# ---- kp_voice_allocator_flat ----
Fig. 1: kp_voice_allocator_flat, placed cells, one colour a class
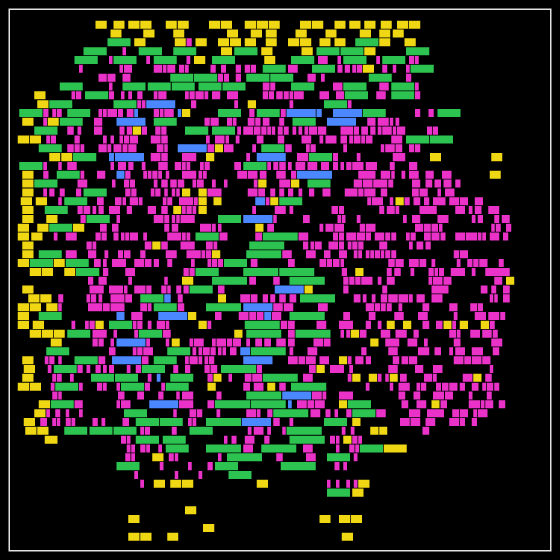

<file path="src/rtl/kp_midi_pkg.sv">
// Shared MIDI constants, 48 kHz period table and FSM state type for the
// Karplus-Strong voice allocator.
package kp_midi_pkg;

  localparam logic [3:0]  NOTE_OFF    = 4'h8;
  localparam logic [3:0]  NOTE_ON     = 4'h9;
  localparam logic [3:0]  BEND        = 4'hE;
  localparam logic [13:0] BEND_CENTRE = 14'd8192;

  // Periods in 48 kHz samples for MIDI notes 0..11; higher octaves are right shifts.
  localparam logic [15:0] BASE_PERIOD [0:11] = '{
    16'd5871, 16'd5541, 16'd5230, 16'd4937, 16'd4660, 16'd4398,
    16'd4151, 16'd3918, 16'd3698, 16'd3491, 16'd3295, 16'd3110
  };

  typedef enum logic [1:0] {IDLE, DECODE, COMMIT, SWEEP} kp_state_e;

endpackage

</file>
<file path="src/rtl/kp_voice_allocator_if.sv">
// Parsed MIDI message channel with valid/ready handshake.
interface kp_voice_allocator_if;
  logic       msg_valid;
  logic       msg_ready;
  logic [7:0] msg_status;
  logic [6:0] msg_data1;
  logic [6:0] msg_data2;

  modport master (output msg_valid, msg_status, msg_data1, msg_data2, input msg_ready);
  modport slave  (input msg_valid, msg_status, msg_data1, msg_data2, output msg_ready);
endinterface

</file>
<file path="src/rtl/kp_note_to_delay.sv">
// Combinational MIDI note (+ optional pitch bend) to saturated delay length.
// Bend term is present only when KP_PITCH_BEND_EN is defined.
module kp_note_to_delay
  import kp_midi_pkg::*;
#(
  parameter int DELAY_W = 10
) (
  input  logic [6:0]         note,
  input  logic [13:0]        bend,
  output logic [DELAY_W-1:0] delay
);

  localparam int D_MAX = 2**DELAY_W - 1;

  logic [3:0]         pc;
  logic [3:0]         oct;
  logic [15:0]        d;
  logic signed [31:0] d_s;
  logic signed [31:0] d_bent;

`ifdef KP_PITCH_BEND_EN
  logic signed [31:0] bend_off;
  logic signed [31:0] prod;
`else
  logic unused_bend;
  assign unused_bend = ^bend;
`endif

  always_comb begin
    pc     = 4'(note % 7'd12);
    oct    = 4'(note / 7'd12);
    d      = BASE_PERIOD[pc] >> oct;
    d_s    = 32'(d);
`ifdef KP_PITCH_BEND_EN
    bend_off = 32'(bend) - 32'(BEND_CENTRE);
    prod     = d_s * bend_off;
    // Arithmetic shift keeps the sign so bend below centre lengthens the period.
    d_bent   = d_s - (prod >>> 16);
`else
    d_bent   = d_s;
`endif
    if (d_bent < 2)
      delay = DELAY_W'(2);
    else if (d_bent > D_MAX)
      delay = DELAY_W'(D_MAX);
    else
      delay = d_bent[DELAY_W-1:0];
  end

endmodule

</file>
<file path="src/rtl/kp_voice_allocator.sv">
// Polyphonic MIDI front end: channel filter, voice allocation with round-robin
// stealing, per-voice delay/decay/pluck. Pitch bend gated by KP_PITCH_BEND_EN.
//
// state  | meaning
// IDLE   | msg_ready high, waiting for a message
// DECODE | message latched, classify opcode/channel
// COMMIT | apply note-on / note-off to the chosen voice
// SWEEP  | recompute delay of one voice per cycle after a bend
module kp_voice_allocator
  import kp_midi_pkg::*;
#(
  parameter int                 NUM_VOICES    = 4,
  parameter int                 DELAY_W       = 10,
  parameter int                 DECAY_W       = 12,
  parameter int                 CHANNEL       = 0,
  parameter logic [DECAY_W-1:0] RELEASE_DECAY = 12'h200
) (
  input  logic                          clk,
  input  logic                          reset_n,
  kp_voice_allocator_if.slave           msg,
  output logic [NUM_VOICES*DELAY_W-1:0] voice_delay,
  output logic [NUM_VOICES*DECAY_W-1:0] voice_decay,
  output logic [NUM_VOICES-1:0]         voice_active,
  output logic [NUM_VOICES-1:0]         voice_pluck,
  output logic                          steal
);

  localparam int IDX_W = (NUM_VOICES > 1) ? $clog2(NUM_VOICES) : 1;
  localparam logic [IDX_W-1:0] LAST_IDX = IDX_W'(NUM_VOICES - 1);

  kp_state_e        state, next_state;
  logic             ready;
  logic [3:0]       op_q;
  logic [3:0]       ch_q;
  logic [6:0]       d1_q;
  logic [6:0]       d2_q;
  logic [6:0]       voice_note [NUM_VOICES];
  logic [IDX_W-1:0] steal_ptr;
  logic             ch_match;
  logic             is_on;
  logic             hit;
  logic             free;
  logic [IDX_W-1:0] hit_idx;
  logic [IDX_W-1:0] free_idx;
  logic [IDX_W-1:0] sel;
  logic [6:0]       n2d_note;
  logic [13:0]      n2d_bend;
  logic [DELAY_W-1:0] new_delay;

`ifdef KP_PITCH_BEND_EN
  logic [13:0]      bend_q;
  logic [IDX_W-1:0] sweep_idx;
  assign n2d_note = (state == SWEEP) ? voice_note[sweep_idx] : d1_q;
  assign n2d_bend = bend_q;
`else
  assign n2d_note = d1_q;
  assign n2d_bend = BEND_CENTRE;
`endif

  assign msg.msg_ready = ready;
  assign ch_match      = (ch_q == 4'(CHANNEL));
  assign is_on         = (op_q == NOTE_ON) && (d2_q != 7'd0);

  kp_note_to_delay #(.DELAY_W(DELAY_W)) u_n2d (
    .note  (n2d_note),
    .bend  (n2d_bend),
    .delay (new_delay)
  );

  always_ff @(posedge clk) begin
    if (!reset_n) state <= IDLE;
    else          state <= next_state;
  end

  always_comb begin
    next_state = state;
    ready      = 1'b0;
    case (state)
      IDLE: begin
        ready = 1'b1;
        if (msg.msg_valid) next_state = DECODE;
      end
      DECODE: begin
        next_state = IDLE;
        if (ch_match) begin
          if (op_q == NOTE_ON || op_q == NOTE_OFF) next_state = COMMIT;
`ifdef KP_PITCH_BEND_EN
          else if (op_q == BEND) next_state = SWEEP;
`endif
        end
      end
      COMMIT: next_state = IDLE;
`ifdef KP_PITCH_BEND_EN
      SWEEP: if (sweep_idx == LAST_IDX) next_state = IDLE;
`endif
      default: next_state = IDLE;
    endcase
  end

  // Descending scan so the lowest-index candidate wins.
  always_comb begin
    hit      = 1'b0;
    free     = 1'b0;
    hit_idx  = '0;
    free_idx = '0;
    for (int i = NUM_VOICES - 1; i >= 0; i--) begin
      if (voice_active[i] && voice_note[i] == d1_q) begin
        hit     = 1'b1;
        hit_idx = IDX_W'(i);
      end
      if (!voice_active[i]) begin
        free     = 1'b1;
        free_idx = IDX_W'(i);
      end
    end
    sel = steal_ptr;
    if (hit)       sel = hit_idx;
    else if (free) sel = free_idx;
  end

  always_ff @(posedge clk) begin
    if (!reset_n) begin
      op_q         <= '0;
      ch_q         <= '0;
      d1_q         <= '0;
      d2_q         <= '0;
      steal_ptr    <= '0;
      voice_delay  <= '0;
      voice_decay  <= '0;
      voice_active <= '0;
      voice_pluck  <= '0;
      steal        <= 1'b0;
      for (int i = 0; i < NUM_VOICES; i++) voice_note[i] <= '0;
`ifdef KP_PITCH_BEND_EN
      bend_q       <= BEND_CENTRE;
      sweep_idx    <= '0;
`endif
    end else begin
      voice_pluck <= '0;
      steal       <= 1'b0;
      if (state == IDLE && msg.msg_valid) begin
        op_q <= msg.msg_status[7:4];
        ch_q <= msg.msg_status[3:0];
        d1_q <= msg.msg_data1;
        d2_q <= msg.msg_data2;
      end
`ifdef KP_PITCH_BEND_EN
      if (state == DECODE) begin
        sweep_idx <= '0;
        if (ch_match && op_q == BEND) bend_q <= {d2_q, d1_q};
      end
      if (state == SWEEP) begin
        voice_delay[sweep_idx*DELAY_W +: DELAY_W] <= new_delay;
        sweep_idx <= sweep_idx + IDX_W'(1);
      end
`endif
      if (state == COMMIT) begin
        if (is_on) begin
          voice_active[sel]                   <= 1'b1;
          voice_note[sel]                     <= d1_q;
          voice_delay[sel*DELAY_W +: DELAY_W] <= new_delay;
          voice_decay[sel*DECAY_W +: DECAY_W] <= {d2_q, {(DECAY_W-7){1'b1}}};
          voice_pluck[sel]                    <= 1'b1;
          if (!hit && !free) begin
            steal     <= 1'b1;
            steal_ptr <= (steal_ptr == LAST_IDX) ? '0 : steal_ptr + IDX_W'(1);
          end
        end else if (hit) begin
          voice_active[hit_idx]                   <= 1'b0;
          voice_decay[hit_idx*DECAY_W +: DECAY_W] <= RELEASE_DECAY;
        end
      end
    end
  end

endmodule

</file>
<file path="src/flat_wrapper.sv">
// flat-port wrapper written by rule: the top's interface ports become plain ports
module kp_voice_allocator_flat import kp_midi_pkg::*;
#(
  parameter int                 NUM_VOICES    = 4,
  parameter int                 DELAY_W       = 10,
  parameter int                 DECAY_W       = 12,
  parameter int                 CHANNEL       = 0,
  parameter logic [DECAY_W-1:0] RELEASE_DECAY = 12'h200
)
  (clk, reset_n, voice_delay, voice_decay, voice_active, voice_pluck, steal, msg_msg_valid, msg_msg_status, msg_msg_data1, msg_msg_data2, msg_msg_ready);
  kp_voice_allocator_if msg_i ();
  input  logic clk;
  input  logic reset_n;
  output logic [NUM_VOICES*DELAY_W-1:0] voice_delay;
  output logic [NUM_VOICES*DECAY_W-1:0] voice_decay;
  output logic [NUM_VOICES-1:0] voice_active;
  output logic [NUM_VOICES-1:0] voice_pluck;
  output logic steal;
  input wire logic [$bits(msg_i.msg_valid)-1:0] msg_msg_valid;
  input wire logic [$bits(msg_i.msg_status)-1:0] msg_msg_status;
  input wire logic [$bits(msg_i.msg_data1)-1:0] msg_msg_data1;
  input wire logic [$bits(msg_i.msg_data2)-1:0] msg_msg_data2;
  output wire logic [$bits(msg_i.msg_ready)-1:0] msg_msg_ready;
  assign msg_i.msg_valid = msg_msg_valid;
  assign msg_i.msg_status = msg_msg_status;
  assign msg_i.msg_data1 = msg_msg_data1;
  assign msg_i.msg_data2 = msg_msg_data2;
  assign msg_msg_ready = msg_i.msg_ready;
  kp_voice_allocator #(.NUM_VOICES(NUM_VOICES), .DELAY_W(DELAY_W), .DECAY_W(DECAY_W), .CHANNEL(CHANNEL), .RELEASE_DECAY(RELEASE_DECAY)) u_core (.clk(clk), .reset_n(reset_n), .msg(msg_i), .voice_delay(voice_delay), .voice_decay(voice_decay), .voice_active(voice_active), .voice_pluck(voice_pluck), .steal(steal));
endmodule
</file>
<file path="config.mk">
export PLATFORM = sky130hd
export DESIGN_NAME = kp_voice_allocator_flat
export DESIGN_NICKNAME = d
export VERILOG_FILES = /design/src/rtl/kp_midi_pkg.sv /design/src/rtl/kp_voice_allocator_if.sv /design/src/rtl/kp_note_to_delay.sv /design/src/rtl/kp_voice_allocator.sv /design/src/flat_wrapper.sv
export SDC_FILE = /design/constraint.sdc
export NUM_CORES = 1
export LEC_CHECK = 0
export CAP_MARGIN = 20
export CORE_MARGIN = 2
export CORE_UTILIZATION = 33
export DETAILED_ROUTE_END_ITERATION = 6
export HOLD_SLACK_MARGIN = 0.02
export SYNTH_ARGS = -nofsm -noshare
export SYNTH_HDL_FRONTEND = slang
export SYNTH_SLANG_ARGS = --single-unit
</file>
<file path="constraint.sdc">
create_clock -name clk -period 4.5 [get_ports clk]
set_clock_uncertainty 0.1 [all_clocks]
set_input_delay 0.9 -clock clk [delete_from_list [all_inputs] [get_ports clk]]
set_output_delay 0.9 -clock clk [all_outputs]
set_load 0.1 [all_outputs]
</file>
# ---- text_console ----
===== src/rtl/text_console.sv =====
// Character-cell text console: converts a byte stream into character-RAM writes,
// tracking the cursor and handling wrap, line clear and full-screen clear.
module text_console #(
   parameter int COLS = 80,
   parameter int ROWS = 60
) (
   input  logic        clk,
   input  logic        rst,
   input  logic        in_valid,
   output logic        in_ready,
   input  logic [7:0]  in_ascii,
   input  logic [11:0] in_fg,
   input  logic [11:0] in_bg,
   output logic        mem_we,
   output logic [12:0] mem_addr,
   output logic [31:0] mem_wdata,
   output logic [6:0]  cur_x,
   output logic [5:0]  cur_y,
   output logic        busy
);

   localparam logic [6:0]  X_LAST = 7'(COLS - 1);
   localparam logic [5:0]  Y_LAST = 6'(ROWS - 1);
   localparam logic [31:0] BLANK  = 32'hFFF0_0020;
   localparam logic [7:0]  CH_BS  = 8'h08;
   localparam logic [7:0]  CH_LF  = 8'h0A;
   localparam logic [7:0]  CH_FF  = 8'h0C;
   localparam logic [7:0]  CH_CR  = 8'h0D;

   typedef enum logic [1:0] {
      IDLE,
      WRITE,
      CLEAR_LINE,
      CLEAR_ALL
   } state_e;

   state_e      state_q, state_d;
   logic [6:0]  cur_x_q, cur_x_d;
   logic [5:0]  cur_y_q, cur_y_d;
   logic [6:0]  clr_x_q, clr_x_d;
   logic [5:0]  clr_y_q, clr_y_d;
   logic        nl_pending_q, nl_pending_d;
   logic        mem_we_q, mem_we_d;
   logic [12:0] mem_addr_q, mem_addr_d;
   logic [31:0] mem_wdata_q, mem_wdata_d;
   logic        in_ready_q, in_ready_d;
   logic        busy_q, busy_d;

   logic        accept;
   logic        printable;
   logic [5:0]  y_next;

   assign accept    = in_valid && in_ready_q;
   assign printable = (in_ascii >= 8'h20) && (in_ascii <= 8'h7E);
   assign y_next    = (cur_y_q == Y_LAST) ? '0 : cur_y_q + 6'd1;

   always_ff @(posedge clk or posedge rst) begin
      if (rst) begin
         state_q      <= CLEAR_ALL;
         cur_x_q      <= '0;
         cur_y_q      <= '0;
         clr_x_q      <= '0;
         clr_y_q      <= '0;
         nl_pending_q <= 1'b0;
         mem_we_q     <= 1'b0;
         mem_addr_q   <= '0;
         mem_wdata_q  <= '0;
         in_ready_q   <= 1'b0;
         busy_q       <= 1'b1;
      end else begin
         state_q      <= state_d;
         cur_x_q      <= cur_x_d;
         cur_y_q      <= cur_y_d;
         clr_x_q      <= clr_x_d;
         clr_y_q      <= clr_y_d;
         nl_pending_q <= nl_pending_d;
         mem_we_q     <= mem_we_d;
         mem_addr_q   <= mem_addr_d;
         mem_wdata_q  <= mem_wdata_d;
         in_ready_q   <= in_ready_d;
         busy_q       <= busy_d;
      end
   end

   // clr_x/clr_y always name the cell whose write is on the outputs this cycle
   always_comb begin
      state_d      = state_q;
      cur_x_d      = cur_x_q;
      cur_y_d      = cur_y_q;
      clr_x_d      = clr_x_q;
      clr_y_d      = clr_y_q;
      nl_pending_d = nl_pending_q;
      case (state_q)
         IDLE: begin
            if (accept) begin
               state_d      = WRITE;
               nl_pending_d = 1'b0;
               if (printable) begin
                  if (cur_x_q == X_LAST) begin
                     cur_x_d      = '0;
                     cur_y_d      = y_next;
                     nl_pending_d = 1'b1;
                  end else begin
                     cur_x_d = cur_x_q + 7'd1;
                  end
               end else begin
                  case (in_ascii)
                     CH_LF: begin
                        cur_x_d = '0;
                        cur_y_d = y_next;
                        clr_x_d = '0;
                        clr_y_d = y_next;
                        state_d = CLEAR_LINE;
                     end
                     CH_CR: cur_x_d = '0;
                     CH_BS: begin
                        if (cur_x_q != '0) cur_x_d = cur_x_q - 7'd1;
                     end
                     CH_FF: begin
                        cur_x_d = '0;
                        cur_y_d = '0;
                        clr_x_d = '0;
                        clr_y_d = '0;
                        state_d = CLEAR_ALL;
                     end
                     default: ;
                  endcase
               end
            end
         end
         WRITE: begin
            state_d = IDLE;
            if (nl_pending_q) begin
               state_d      = CLEAR_LINE;
               clr_x_d      = '0;
               clr_y_d      = cur_y_q;
               nl_pending_d = 1'b0;
            end
         end
         CLEAR_LINE: begin
            if (clr_x_q == X_LAST) state_d = IDLE;
            else                   clr_x_d = clr_x_q + 7'd1;
         end
         CLEAR_ALL: begin
            // mem_we low here only right after reset: cell (0,0) is not yet written
            if (mem_we_q) begin
               if (clr_x_q == X_LAST) begin
                  clr_x_d = '0;
                  if (clr_y_q == Y_LAST) state_d = IDLE;
                  else                   clr_y_d = clr_y_q + 6'd1;
               end else begin
                  clr_x_d = clr_x_q + 7'd1;
               end
            end
         end
         default: state_d = CLEAR_ALL;
      endcase
   end

   always_comb begin
      mem_we_d    = 1'b0;
      mem_addr_d  = mem_addr_q;
      mem_wdata_d = mem_wdata_q;
      in_ready_d  = (state_d == IDLE);
      busy_d      = (state_d != IDLE);
      if ((state_d == CLEAR_LINE) || (state_d == CLEAR_ALL)) begin
         mem_we_d    = 1'b1;
         mem_addr_d  = {clr_x_d, clr_y_d};
         mem_wdata_d = BLANK;
      end else if (accept && printable) begin
         mem_we_d    = 1'b1;
         mem_addr_d  = {cur_x_q, cur_y_q};
         mem_wdata_d = {in_fg, in_bg, in_ascii};
      end else if (accept && (in_ascii == CH_BS) && (cur_x_q != '0)) begin
         mem_we_d    = 1'b1;
         mem_addr_d  = {cur_x_q - 7'd1, cur_y_q};
         mem_wdata_d = BLANK;
      end
   end

   assign in_ready  = in_ready_q;
   assign busy      = busy_q;
   assign mem_we    = mem_we_q;
   assign mem_addr  = mem_addr_q;
   assign mem_wdata = mem_wdata_q;
   assign cur_x     = cur_x_q;
   assign cur_y     = cur_y_q;

endmodule


===== config.mk =====
export PLATFORM = sky130hd
export DESIGN_NAME = text_console
export DESIGN_NICKNAME = d
export VERILOG_FILES = /design/src/rtl/text_console.sv
export SDC_FILE = /design/constraint.sdc
export NUM_CORES = 1
export LEC_CHECK = 0
export CAP_MARGIN = 0
export CORE_MARGIN = 1
export CORE_UTILIZATION = 35
export CTS_BUF_LIST = sky130_fd_sc_hd__clkbuf_8 sky130_fd_sc_hd__clkbuf_16
export DETAILED_ROUTE_END_ITERATION = 8
export HOLD_SLACK_MARGIN = 0.03
export PLACE_DENSITY = 0.61
export REMOVE_ABC_BUFFERS = 1
export SYNTH_ARGS = -nofsm -noshare
export SYNTH_HDL_FRONTEND = slang
export SYNTH_SLANG_ARGS = --single-unit

===== constraint.sdc =====
create_clock -name clk -period 5.9 [get_ports clk]
set_input_delay 0.885 -clock clk [delete_from_list [all_inputs] [get_ports clk]]
set_output_delay 0.885 -clock clk [all_outputs]
set_load 0.005 [all_outputs]

# ---- fir_tdm_sequencer ----
===== config.mk =====
export PLATFORM = sky130hd
export DESIGN_NAME = fir_tdm_sequencer
export DESIGN_NICKNAME = d
export VERILOG_FILES = /design/src/rtl/fir_tdm_sequencer.sv
export SDC_FILE = /design/constraint.sdc
export NUM_CORES = 1
export LEC_CHECK = 0
export ABC_AREA = 0
export CAP_MARGIN = 20
export CORE_MARGIN = 3
export CORE_UTILIZATION = 55
export DETAILED_ROUTE_END_ITERATION = 8
export PLACE_DENSITY = 0.72
export SYNTH_ARGS = -nofsm -noshare
export SYNTH_HDL_FRONTEND = slang
export SYNTH_SLANG_ARGS = --single-unit

===== constraint.sdc =====
create_clock -name clk -period 20 [get_ports clk]
set_input_delay 4 -clock clk [delete_from_list [all_inputs] [get_ports clk]]
set_output_delay 4 -clock clk [all_outputs]
set_load 0.02 [all_outputs]

===== src/rtl/fir_tdm_sequencer.sv =====
// fir_tdm_sequencer: time-multiplexed single-multiplier FIR with sample/output handshakes and writable coefficients
module fir_tdm_sequencer #(
  parameter int NUM_TAPS     = 16,
  parameter int DATA_WIDTH   = 12,
  parameter int COEFF_WIDTH  = 16,
  parameter int ACC_WIDTH    = 32,
  parameter int OUTPUT_WIDTH = 16,
  parameter int SHIFT_RIGHT  = 11
) (
  input  logic                                 clk,
  input  logic                                 rst,
  input  logic                                 in_valid,
  output logic                                 in_ready,
  input  logic signed [DATA_WIDTH-1:0]         in_data,
  output logic                                 out_valid,
  input  logic                                 out_ready,
  output logic signed [OUTPUT_WIDTH-1:0]       out_data,
  output logic                                 out_sat,
  input  logic                                 coef_we,
  input  logic [$clog2(NUM_TAPS)-1:0]          coef_addr,
  input  logic signed [COEFF_WIDTH-1:0]        coef_data
);
  localparam int AW = $clog2(NUM_TAPS);
  localparam int PW = DATA_WIDTH + COEFF_WIDTH;
  localparam logic signed [ACC_WIDTH-1:0] OMAX = (ACC_WIDTH'(1) <<< (OUTPUT_WIDTH - 1)) - 1;
  localparam logic signed [ACC_WIDTH-1:0] OMIN = -OMAX - 1;
  localparam logic signed [ACC_WIDTH-1:0] HALF = ACC_WIDTH'(1) <<< (SHIFT_RIGHT - 1);
  localparam logic signed [15:0] INIT [16] = '{
    -16'sd116, -16'sd226, -16'sd179, 16'sd184, 16'sd845, 16'sd1594, 16'sd2110, 16'sd2177,
    16'sd1710, 16'sd790, -16'sd261, -16'sd1153, -16'sd1638, -16'sd1589, -16'sd1014, -16'sd28};
  typedef enum logic [1:0] {IDLE, MAC, OUT} state_t;
  state_t state, state_n;
  logic signed [COEFF_WIDTH-1:0] coef [NUM_TAPS];
  logic signed [DATA_WIDTH-1:0]  x    [NUM_TAPS];
  logic [AW-1:0] wr_ptr, rd_ptr, k, wr_next, rd_prev;
  logic signed [ACC_WIDTH-1:0] acc, acc_n, shifted;
  logic signed [PW-1:0] prod;
  logic signed [OUTPUT_WIDTH-1:0] sat_val;
  logic sat_n, last, accept;
  assign in_ready  = state == IDLE;
  assign out_valid = state == OUT;
  assign accept    = in_ready && in_valid;
  assign last      = k == AW'(NUM_TAPS - 1);
  assign wr_next   = wr_ptr == AW'(NUM_TAPS - 1) ? '0 : wr_ptr + 1'b1;
  assign rd_prev   = rd_ptr == '0 ? AW'(NUM_TAPS - 1) : rd_ptr - 1'b1;
  // rd_ptr walks backwards from the newest sample, so tap k always sees x[n-k]
  always_comb begin
    prod    = PW'(coef[k]) * PW'(x[rd_ptr]);
    acc_n   = acc + ACC_WIDTH'(prod);
    shifted = (acc_n + HALF) >>> SHIFT_RIGHT;
    sat_n   = shifted > OMAX || shifted < OMIN;
    sat_val = shifted > OMAX ? OMAX[OUTPUT_WIDTH-1:0] :
              shifted < OMIN ? OMIN[OUTPUT_WIDTH-1:0] : shifted[OUTPUT_WIDTH-1:0];
    state_n = state == IDLE ? (in_valid ? MAC : IDLE) :
              state == MAC  ? (last ? OUT : MAC) :
              state == OUT  ? (out_ready ? IDLE : OUT) : IDLE;
  end
  always_ff @(posedge clk) begin
    if (rst) begin
      state    <= IDLE;
      wr_ptr   <= '0;
      rd_ptr   <= '0;
      k        <= '0;
      acc      <= '0;
      out_data <= '0;
      out_sat  <= 1'b0;
      for (int i = 0; i < NUM_TAPS; i++) begin
        x[i]    <= '0;
        coef[i] <= COEFF_WIDTH'(INIT[i % 16]);
      end
    end else begin
      state <= state_n;
      if (in_ready && coef_we) coef[coef_addr] <= coef_data;
      if (accept) begin
        x[wr_ptr] <= in_data;
        wr_ptr    <= wr_next;
        rd_ptr    <= wr_ptr;
        k         <= '0;
        acc       <= '0;
      end
      if (state == MAC) begin
        acc    <= acc_n;
        k      <= last ? '0 : k + 1'b1;
        rd_ptr <= rd_prev;
        if (last) begin
          out_data <= sat_val;
          out_sat  <= sat_n;
        end
      end
    end
  end
endmodule


# ---- mem_line_arbiter ----
==> src/rtl/mem_arb_pkg.sv <==
// Shared types and constants for the two-client memory line arbiter.
package mem_arb_pkg;

  typedef enum logic [1:0] {
    IDLE  = 2'd0,
    XFER  = 2'd1,
    DRAIN = 2'd2,
    DONE  = 2'd3
  } state_t;

  localparam int LINE_WORDS = 4;
  localparam int OFFSET_W   = 2;
  localparam int BYTE_W     = 2;
  localparam int WORD_W     = 32;
  localparam int LINE_W     = LINE_WORDS * WORD_W;

  localparam logic [OFFSET_W-1:0] LAST_BEAT = OFFSET_W'(LINE_WORDS - 1);

  // Word 0 of a line sits in the most significant slice.
  function automatic logic [WORD_W-1:0] word_sel(input logic [LINE_W-1:0] line,
                                                 input logic [OFFSET_W-1:0] beat);
    logic [WORD_W-1:0] w;
    case (beat)
      2'd0:    w = line[127:96];
      2'd1:    w = line[95:64];
      2'd2:    w = line[63:32];
      default: w = line[31:0];
    endcase
    return w;
  endfunction

endpackage

==> src/rtl/mem_line_arbiter_lat_pipe.sv <==
// Read-return alignment: carries {valid, beat} through MEM_LAT stages so the
// returned word can be tagged with its beat and the final word recognised.
module lat_pipe #(
  parameter int MEM_LAT = 1
) (
  input  logic       clk,
  input  logic       rst,
  input  logic       issue_vld,
  input  logic [1:0] issue_beat,
  output logic       capture,
  output logic       last_next,
  output logic       rvalid,
  output logic [1:0] ridx
);
  import mem_arb_pkg::*;

  logic [MEM_LAT-1:0]               vld_p;
  logic [MEM_LAT-1:0][OFFSET_W-1:0] beat_p;
  logic [OFFSET_W-1:0]              cap_beat;

  // Shift the issued-read tag along; an abort by reset drops all in-flight tags.
  always_ff @(posedge clk or posedge rst) begin
    if (rst) begin
      vld_p  <= '0;
      beat_p <= '0;
    end else begin
      vld_p[0]  <= issue_vld;
      beat_p[0] <= issue_beat;
      for (int i = 1; i < MEM_LAT; i++) begin
        vld_p[i]  <= vld_p[i-1];
        beat_p[i] <= beat_p[i-1];
      end
    end
  end

  // The tag about to enter the last stage marks the cycle M_DI must be captured.
  if (MEM_LAT == 1) begin : g_direct
    assign capture  = issue_vld;
    assign cap_beat = issue_beat;
  end else begin : g_staged
    assign capture  = vld_p[MEM_LAT-2];
    assign cap_beat = beat_p[MEM_LAT-2];
  end

  assign last_next = capture && (cap_beat == LAST_BEAT);
  assign rvalid    = vld_p[MEM_LAT-1];
  assign ridx      = beat_p[MEM_LAT-1];

endmodule

==> src/rtl/mem_line_arbiter.sv <==
// Round-robin arbiter sharing one synchronous memory port between the
// instruction-cache (0) and data-cache (1) line refill/write-back engines.
// Each grant runs one full 4-word burst to completion.
module mem_line_arbiter #(
  parameter int MEM_LAT    = 1,
  parameter int LINE_WORDS = 4,
  parameter int ADDR_W     = 12,
  parameter int DATA_W     = 32
) (
  input  logic                         CLK,
  input  logic                         RST,
  input  logic                         REQ0,
  input  logic                         REQ1,
  input  logic                         WE0,
  input  logic                         WE1,
  input  logic [ADDR_W-5:0]            LADDR0,
  input  logic [ADDR_W-5:0]            LADDR1,
  input  logic [LINE_WORDS*DATA_W-1:0] WDATA0,
  input  logic [LINE_WORDS*DATA_W-1:0] WDATA1,
  output logic                         GNT0,
  output logic                         GNT1,
  output logic                         RVALID,
  output logic [DATA_W-1:0]            RDATA,
  output logic [1:0]                   RIDX,
  output logic                         DONE0,
  output logic                         DONE1,
  output logic                         BUSY,
  output logic                         M_CSN,
  output logic                         M_WEN,
  output logic [ADDR_W-1:0]            M_ADDR,
  output logic [DATA_W-1:0]            M_DOUT,
  input  logic [DATA_W-1:0]            M_DI
);
  import mem_arb_pkg::*;

  state_t                      state;
  logic [OFFSET_W-1:0]         beat;
  logic [OFFSET_W-1:0]         beat_nxt;
  logic                        last;
  logic                        owner;
  logic                        first_idle;

  logic                        we_l;
  logic [ADDR_W-5:0]           laddr_l;
  logic [LINE_WORDS*DATA_W-1:0] wdata_l;

  logic                        req0_eff;
  logic                        req1_eff;
  logic                        pick_vld;
  logic                        pick;
  logic                        pick_we;
  logic [ADDR_W-5:0]           pick_laddr;
  logic [LINE_WORDS*DATA_W-1:0] pick_wdata;

  logic                        issue_vld;
  logic                        capture;
  logic                        last_next;

  // Arbitration: mask the just-served client for one IDLE cycle so a
  // registered REQ drop is not mistaken for a new request, then round-robin.
  always_comb begin
    req0_eff   = REQ0 && !(first_idle && (last == 1'b0));
    req1_eff   = REQ1 && !(first_idle && (last == 1'b1));
    pick_vld   = req0_eff || req1_eff;
    pick       = (req0_eff && req1_eff) ? ~last : req1_eff;
    pick_we    = pick ? WE1 : WE0;
    pick_laddr = pick ? LADDR1 : LADDR0;
    pick_wdata = pick ? WDATA1 : WDATA0;
    beat_nxt   = beat + 2'd1;
  end

  // Latch the winner's request so later changes on the inputs are ignored.
  always_ff @(posedge CLK) begin
    if ((state == IDLE) && pick_vld) begin
      we_l    <= pick_we;
      laddr_l <= pick_laddr;
      wdata_l <= pick_wdata;
    end
  end

  // Burst sequencer with registered grant, completion and memory-port outputs.
  always_ff @(posedge CLK or posedge RST) begin
    if (RST) begin
      state      <= IDLE;
      beat       <= '0;
      last       <= 1'b1;
      owner      <= 1'b0;
      first_idle <= 1'b0;
      GNT0       <= 1'b0;
      GNT1       <= 1'b0;
      DONE0      <= 1'b0;
      DONE1      <= 1'b0;
      BUSY       <= 1'b0;
      M_CSN      <= 1'b1;
      M_WEN      <= 1'b1;
      M_ADDR     <= '0;
      M_DOUT     <= '0;
    end else begin
      DONE0 <= 1'b0;
      DONE1 <= 1'b0;
      case (state)
        IDLE: begin
          first_idle <= 1'b0;
          if (pick_vld) begin
            state  <= XFER;
            beat   <= '0;
            last   <= pick;
            owner  <= pick;
            GNT0   <= ~pick;
            GNT1   <= pick;
            BUSY   <= 1'b1;
            M_CSN  <= 1'b0;
            M_WEN  <= ~pick_we;
            M_ADDR <= {pick_laddr, {OFFSET_W{1'b0}}, {BYTE_W{1'b0}}};
            M_DOUT <= pick_we ? word_sel(pick_wdata, {OFFSET_W{1'b0}}) : '0;
          end
        end
        XFER: begin
          if (beat == LAST_BEAT) begin
            M_CSN  <= 1'b1;
            M_WEN  <= 1'b1;
            M_ADDR <= '0;
            M_DOUT <= '0;
            // A read whose final word lands next cycle skips DRAIN.
            if (we_l || last_next) begin
              state <= DONE;
              DONE0 <= ~owner;
              DONE1 <= owner;
            end else begin
              state <= DRAIN;
            end
          end else begin
            beat   <= beat_nxt;
            M_ADDR <= {laddr_l, beat_nxt, {BYTE_W{1'b0}}};
            M_DOUT <= we_l ? word_sel(wdata_l, beat_nxt) : '0;
          end
        end
        DRAIN: begin
          if (last_next) begin
            state <= DONE;
            DONE0 <= ~owner;
            DONE1 <= owner;
          end
        end
        DONE: begin
          state      <= IDLE;
          first_idle <= 1'b1;
          GNT0       <= 1'b0;
          GNT1       <= 1'b0;
          BUSY       <= 1'b0;
        end
        default: state <= IDLE;
      endcase
    end
  end

  assign issue_vld = (state == XFER) && !we_l;

  lat_pipe #(
    .MEM_LAT(MEM_LAT)
  ) u_lat_pipe (
    .clk       (CLK),
    .rst       (RST),
    .issue_vld (issue_vld),
    .issue_beat(beat),
    .capture   (capture),
    .last_next (last_next),
    .rvalid    (RVALID),
    .ridx      (RIDX)
  );

  // Register the returning word in the cycle its tag reaches the last stage.
  always_ff @(posedge CLK or posedge RST) begin
    if (RST) begin
      RDATA <= '0;
    end else if (capture) begin
      RDATA <= M_DI;
    end
  end

endmodule

==> config.mk <==
export PLATFORM = sky130hd
export DESIGN_NAME = mem_line_arbiter
export DESIGN_NICKNAME = d
export VERILOG_FILES = /design/src/rtl/mem_arb_pkg.sv /design/src/rtl/mem_line_arbiter_lat_pipe.sv /design/src/rtl/mem_line_arbiter.sv
export SDC_FILE = /design/constraint.sdc
export NUM_CORES = 1
export LEC_CHECK = 0
export CAP_MARGIN = 5
export CELL_PAD_IN_SITES_DETAIL_PLACEMENT = 0
export CELL_PAD_IN_SITES_GLOBAL_PLACEMENT = 1
export CORE_MARGIN = 4
export CORE_UTILIZATION = 35
export DETAILED_ROUTE_END_ITERATION = 12
export PLACE_DENSITY = 0.78
export SLEW_MARGIN = 5
export SYNTH_ARGS = -nofsm -noshare
export SYNTH_HDL_FRONTEND = slang
export SYNTH_SLANG_ARGS = --single-unit
==> constraint.sdc <==
create_clock -name CLK -period 3.9 [get_ports CLK]
set_input_delay 0.78 -clock CLK [delete_from_list [all_inputs] [get_ports CLK]]
set_output_delay 0.78 -clock CLK [all_outputs]
set_load 0.1 [all_outputs]
Fig. 2: kp_voice_allocator_flat, track usage over the die
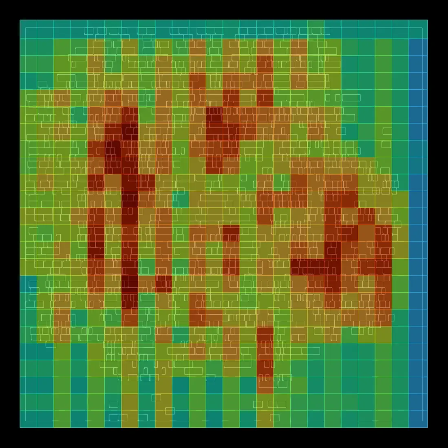
met1 Use GR: 28.2%
Util after Layout: 41.9%
peak-usage layer in the global routing report: met2
met3 usage in global routing: 3.53%
routed wirelength normalized by instance count: 19.5 µm

Notes on Fig. 1 above:
Yellow stands for remaining buffers and delay cells, cells 173. Blue stands for clock drivers and dummy loads, cells 31. Magenta stands for remaining logic cells, cells 872. Green stands for registers, cells 143.

==> design notes, kp_voice_allocator_flat <==
The layout overhead on the synthesized area was 25.2%. The share of synthesized area spent on multiplexers came out at 2.19%. The routed layout reports a DRC error count of 0. Logged for this run, the post-placement worst setup slack is 228 ps. Dividing the detail-routed via count by the number of cells gives 5.63.

CTS added clock buffers totalling 17. With the worst-case setup margin in the final layout at 268 ps, the met2 layer usage reported by global route is 35.5%. Die outline height: 166 µm. The floorplan report gives the top-level pin count as 123. Overall routing resource usage recorded by global route was 21.4%. The synthesized netlist devotes 2.88% of its cell area to adder and majority cells.

The run gives 30.3% for the worst-case headroom to the max-slew limit. The cell area that synthesis handed to floorplanning was 0.00870 mm². The yosys stat cell total is 1,103.

Setup repair after global routing left no endpoint under its margin. After synthesis, the cell types taking the most area are sky130_fd_sc_hd__dfxtp_1, sky130_fd_sc_hd__edfxtp_1, sky130_fd_sc_hd__nand2_1. The via count of the first global-routing pass is 8,546.

The run gives 11 for the worst-case reg-to-reg path depth. The worst-path cell with the longest stage delay was sky130_fd_sc_hd__dfxtp_1. Post-CTS repair changed the size of 0 cells.

TritonCTS built the clock tree. Grouping stages by cell kind, the critical path spends the most delay in simple AND/OR/NAND/NOR gates. The post-cts hold-fix buffer tally was 0; the register-to-register setup slack was 270 ps.

The flow ran to the end, and the final reports show no timing, DRC or antenna violations. The synthesized netlist devotes 25.4% of its cell area to simple gates. For the number of maximum-capacitance violations, the log shows 0. The tools report the end point of the critical path as u_core.voice_delay[0]$_SDFFE_PN0P_. The run gives 4230 ps for the final critical-path required period. Of the cells placed in the final design, the portion with a size suffix greater than 1 is 8.29%. The cell sitting at the root of the clock tree is a sky130_fd_sc_hd__clkbuf_16.
==> kp_voice_allocator_flat: cell type report <==
type                    instances  area (µm²)
repair buffers                173        1620
clock inverters                 9        85.1
clock buffers                  22         465
inverters                      23        86.3
flip-flops and latches        143        3140
fillers                      2674       15100
well taps                     335         419
multi-input cells             849        5070
==> kp_voice_allocator_flat: registers in the layout, summed over array words and instances (netlist names), 7 cells and up <==
signal	count
u_core.d2_q	7
u_core.d1_q	7
u_core.voice_note	28
u_core.voice_decay	40
u_core.voice_delay	40
Fig. 3: mem_line_arbiter, clock distribution
Bar = 50 µm.
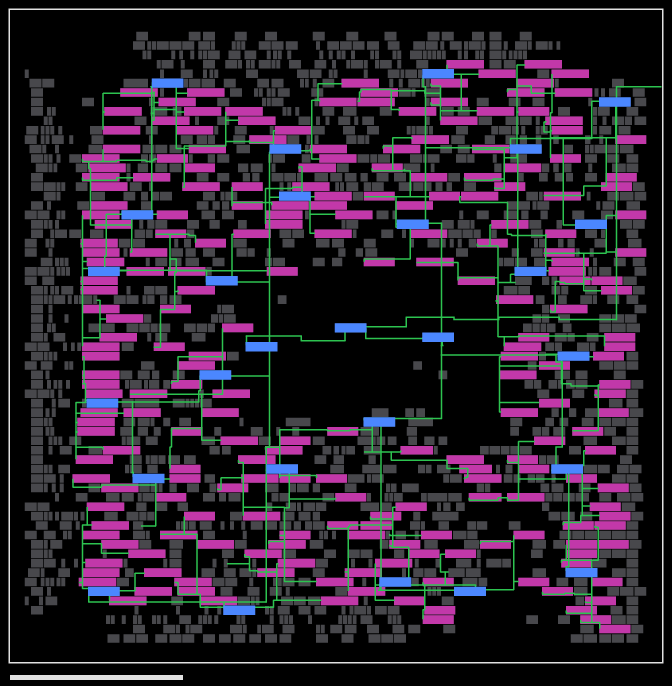
Blue stands for clock-net drivers, count 27. Green stands for clock wires, length 3,270 µm. Magenta stands for flip-flops, count 228.
There are 28 routed clock nets. Position of the flops: widely spread.
worst-skew pair later-pin latency: 530 ps
setup skew after layout: 15.5 ps

==> design notes, mem_line_arbiter <==
The placement summary gives the final routability congestion estimate as 0.772. The tools report the global routing met3 resource utilization as 5.97%.

Category of the most critical setup path: flop to primary output. The run gives 39.9% for the async set-reset flop share out of synthesis. TritonCTS built the clock tree. The startpoint of the worst register-to-register path was state[0]$_DFFE_PP0P_. The final global-route overflow total was 0. The flow ran to the end, and the final reports show no timing, DRC or antenna violations. In the final layout, flip-flops and latches occupy 0.00639 mm². After clock tree synthesis, the clock-pin slew on the worst setup and hold paths is 60 ps.

Most congested layer reported by global routing: met2. The yosys synthesis warning count was 0; the count of cell instances traversed by the critical path was 1.
==> mem_line_arbiter: through the flow <==
stage	hold WS [ps]	cell area [µm²]	setup WS, ps	instances
final	425	16500	969	1863
after global routing	457	16500	912	1862
after CTS	433	16500	921	1862
after detailed placement	429	15700	816	1814
after global placement	414	15700	852	1814
after floorplan	403	11400	761	1054
==> mem_line_arbiter: sequential cells by signal (all words and copies together), names as in the netlist, 2 cells and up <==
register,cells
state,2
u_lat_pipe.ridx,2
M_DOUT,32
RDATA,32
wdata_l,128
M_ADDR,10
beat,2
laddr_l,8
Fig. 4: text_console, wiring by layer
Bar = 20 µm.
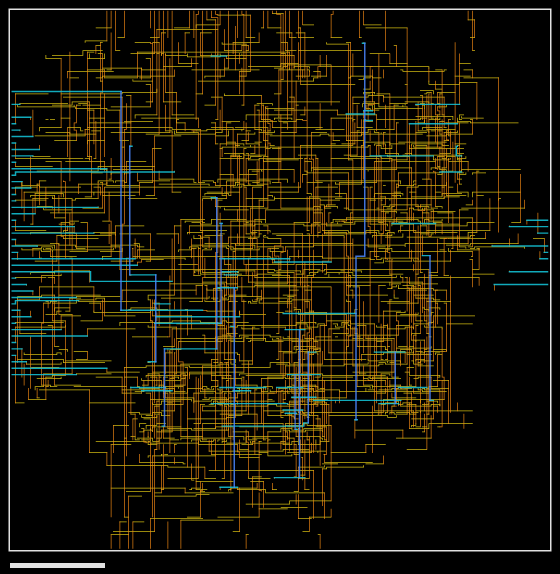
Orange stands for M2, wire length 5,480 µm. Cyan stands for M3, wire length 742 µm. Yellow stands for M1, wire length 5,810 µm. Blue stands for M4, wire length 384 µm.
Post-Route WL: 12.4 mm
global routing usage summed across all routing layers: 20.2%
routed wirelength normalized by instance count: 17.3 µm
vias after detailed routing: 3,955

==> design notes, text_console <==
In this run the post-CTS setup repair buffer count came out at 0. Startpoint of the worst hold path: mem_wdata[29]$_DFFE_PP0P_. The worst-path cell with the longest stage delay was sky130_fd_sc_hd__a41oi_1.

The register area share after synthesis came out at 43.9%. The cell area that synthesis handed to floorplanning was 0.00440 mm². The flow ran to the end, and the final reports show no timing, DRC or antenna violations. In this run the tightest slew margin relative to its limit is 20.1%. Placeable core region: 0.0121 mm². Setup repair after global routing left no endpoint under its margin.

Post-CTS repair ended up resizing 0 cells. For the first-pass detailed-route iteration total, the log shows 5. The buffer_ports step reported a buffer count of 95. Top logic cell family in the synthesized netlist: AND-OR/OR-AND gates.

The worst-case setup margin in the final layout came out at 1860 ps. Looking at the max-slew report, the worst-margin pin has a slew of 1180 ps. Ranking logic cells in the layout by count gives the top entries sky130_fd_sc_hd__clkdlybuf4s50_1, sky130_fd_sc_hd__dfrtp_1, sky130_fd_sc_hd__o21ai_0, sky130_fd_sc_hd__nand2_1, sky130_fd_sc_hd__nor2_1. The launching instance or port of the critical path was in_ascii[1]. In this run the maximum-capacitance check reported violations numbering 0. The net count of the finished layout is 586. The overall die size recorded for this design is 0.0130 mm².

In the final layout, flip-flops and latches occupy 0.00193 mm². Warnings reported by Yosys during synthesis add up to 0. The run gives 9.52 µm² for the average instance area after synthesis. Cells fill 47.3% of the core in the end.
-- text_console: area by class of cell --
type / count / share of cell area (%)
multi-input combinational: 337 / 39.2
sequential: 77 / 33.7
timing repair buffer: 99 / 17.1
clock buffer: 9 / 3.93
tap: 168 / 3.67
inverter: 20 / 1.31
clock inverter: 7 / 1.07
Fig. 5: fir_tdm_sequencer, track usage over the die
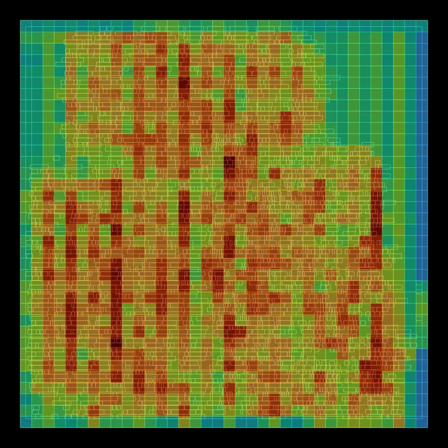
peak-usage layer in the global routing report: met2
global routing usage summed across all routing layers: 26.1%
met3 usage in global routing: 4.22%
met1 Use GR: 37.2%

==> design notes, fir_tdm_sequencer <==
The flow ran to the end, and the final reports show no timing, DRC or antenna violations. The warning tally printed by Yosys for this design is 0. Multiplexer cells account for 9.80% of the synthesized area. The run gives 25 for the worst-case reg-to-reg path depth.

The total number of vias came out at 20,700. The logs give 61.0% for the share of the core filled with cells in the final layout and 3 for the deepest clock path buffer count. Per the synth log, the flip-flop and latch total comes to 519. Synthesis handed over a netlist of 2,622 instances.

The share of synthesized cell area in and-or and or-and compound cells was 4.74%; the fraction of synthesized cell area taken by the top area cell type was 41.6%. The register with the highest flop count was coef. The most frequent cell after synthesis was sky130_fd_sc_hd__edfxtp_1.

Number of buffers added by the clock tree synthesis step: 55. Type of destination of the critical path: a flop. Die outline height: 249 µm. The registers reported with the highest flop counts are coef (256), x (192), acc (32). The smallest hold slack is 455 ps, and the final global-route overflow total is 0. Among logic cells in the layout, the one with the most instances is sky130_fd_sc_hd__edfxtp_1. Per the post-route antenna check, the number of violating nets is 0. The stat command in Yosys gives a chip area of 0.0324 mm².

The slew check shows that the tightest pin keeps a relative margin of 24.5%. The kind of launch point of the worst setup path is a flop. For the number of top-level pins, the log shows 56.

The die width is 249 µm, and the final net count is 2,955. The run gives 17.3% for the adder and majority cell fraction of the synthesized area. The detailed router put a total of 32.8 mm of wire on met1. Timing would allow up to 98.9 MHz. In this run the cell area of the synthesized design comes to 0.0324 mm². Class of the tightest hold or removal check: flop to flop. Per the run summary, max-cap violations total 0.

The placeable core region was 0.0579 mm²; the via-per-instance ratio was 6.05. Family with the most delay on the worst path: adder cells.
-- fir_tdm_sequencer: cell type report --
| type | count | area [µm²] | area share, % |
|---|---|---|---|
| flip-flops and latches | 519 | 14900 | 42.1 |
| multi-input cells | 1687 | 15900 | 45.0 |
| repair buffers | 98 | 891 | 2.52 |
| well taps | 765 | 957 | 2.71 |
| inverters | 243 | 912 | 2.58 |
| clock inverters | 35 | 325 | 0.921 |
| clock buffers | 68 | 1440 | 4.07 |

==> screenshots <==
Placed cells, one colour a class.
(a)
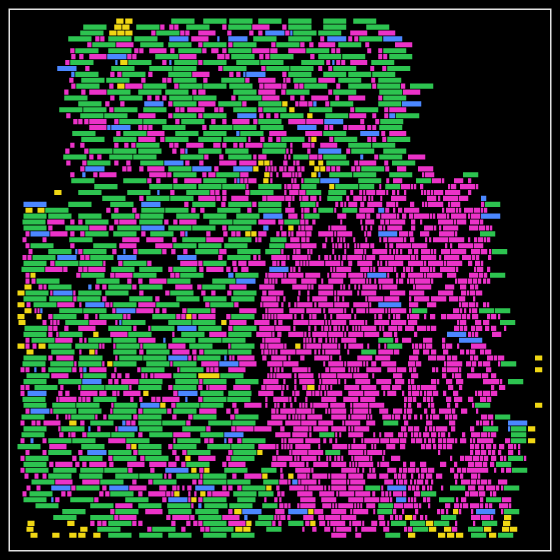
(b)
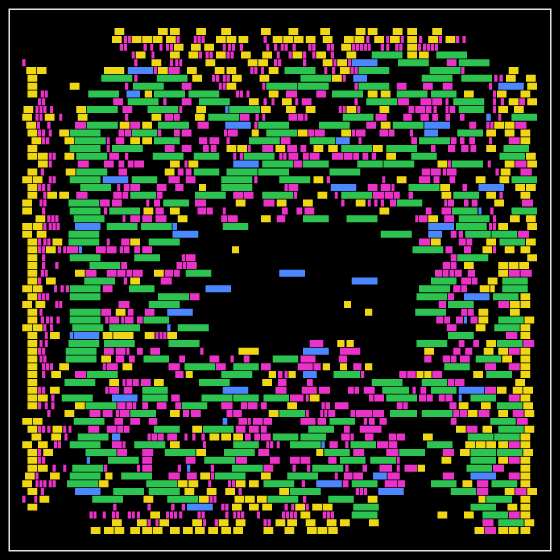
(c)
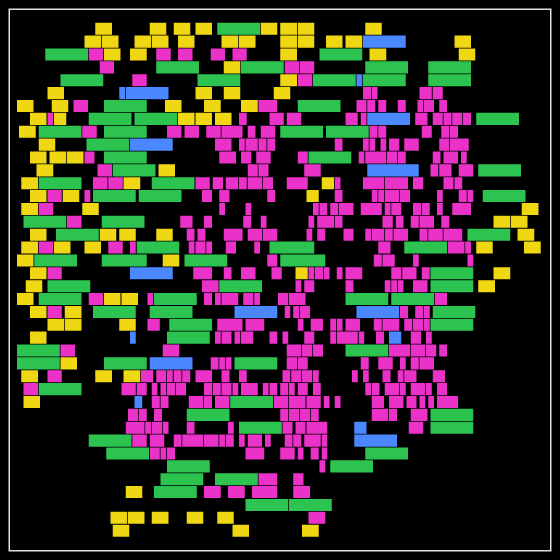
| from | picture |
|---|---|
| fir_tdm_sequencer | (a) |
| mem_line_arbiter | (b) |
| text_console | (c) |
- most sequential cells: (a)
- highest utilization: (a)



==> notes/layouts.md <==
Pictures saved along the way, in no particular order.

Clock distribution.
shot_01.png
Bar = 50 µm.
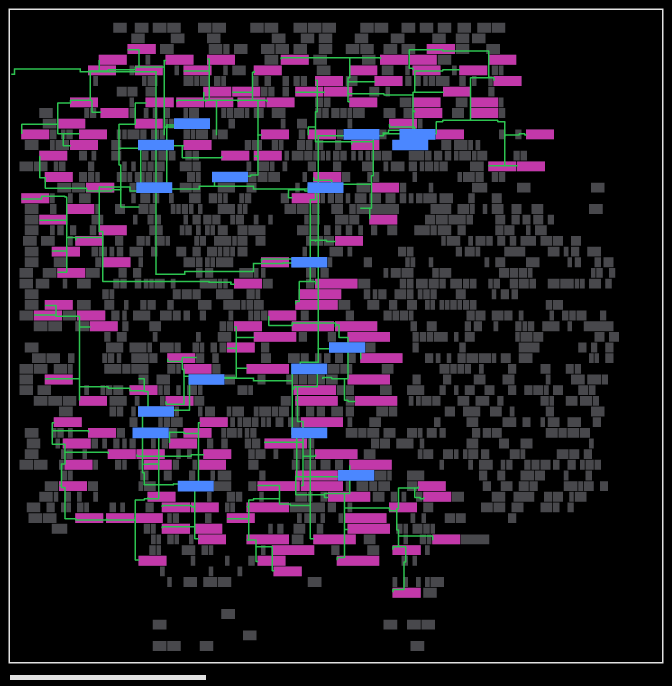
shot_02.png
Bar = 20 µm.
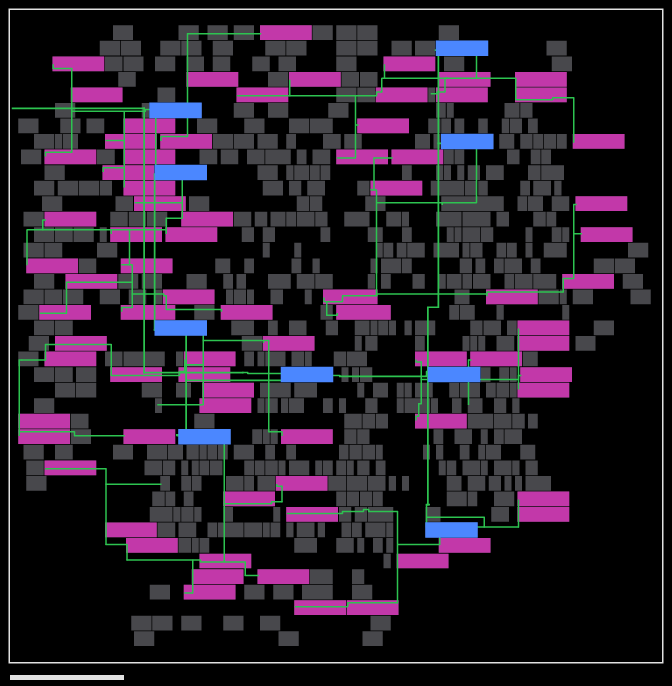
shot_03.png
Bar = 50 µm.
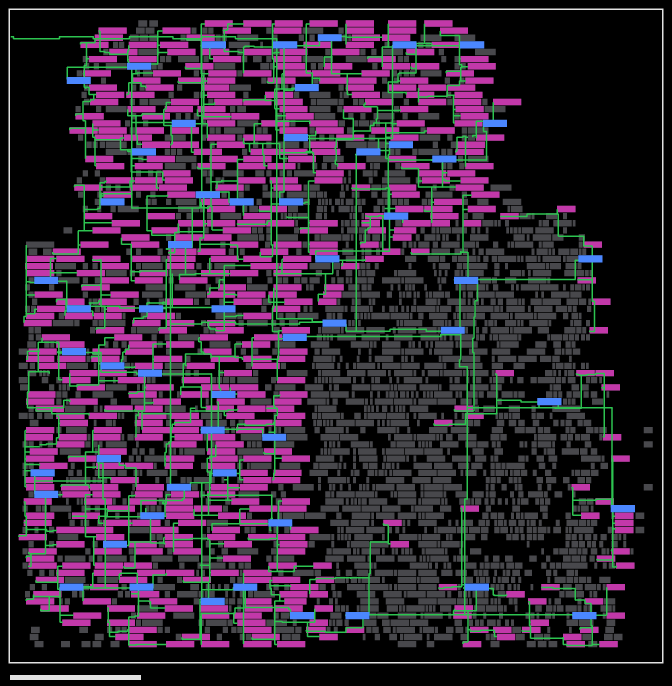
shot_01.png comes from kp_voice_allocator_flat.
shot_03.png comes from fir_tdm_sequencer.
shot_02.png comes from text_console.


## Gallery

Floorplan with the power grid.
Pins as bars on the die edge. Tap cells in grey.
image #1
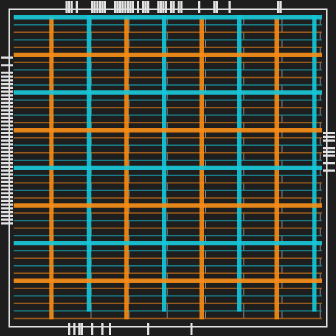
image #2
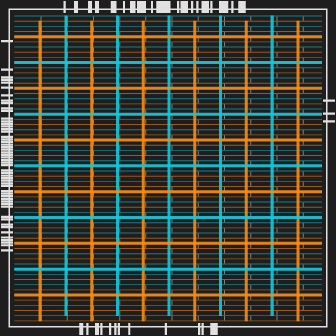
image #3
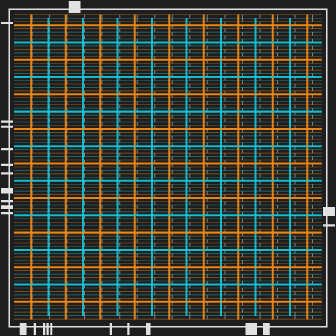
image #4
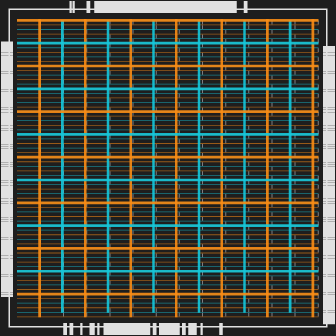
For kp_voice_allocator_flat, see image #2.
For mem_line_arbiter, see image #4.
For text_console, see image #1.
For fir_tdm_sequencer, see image #3.

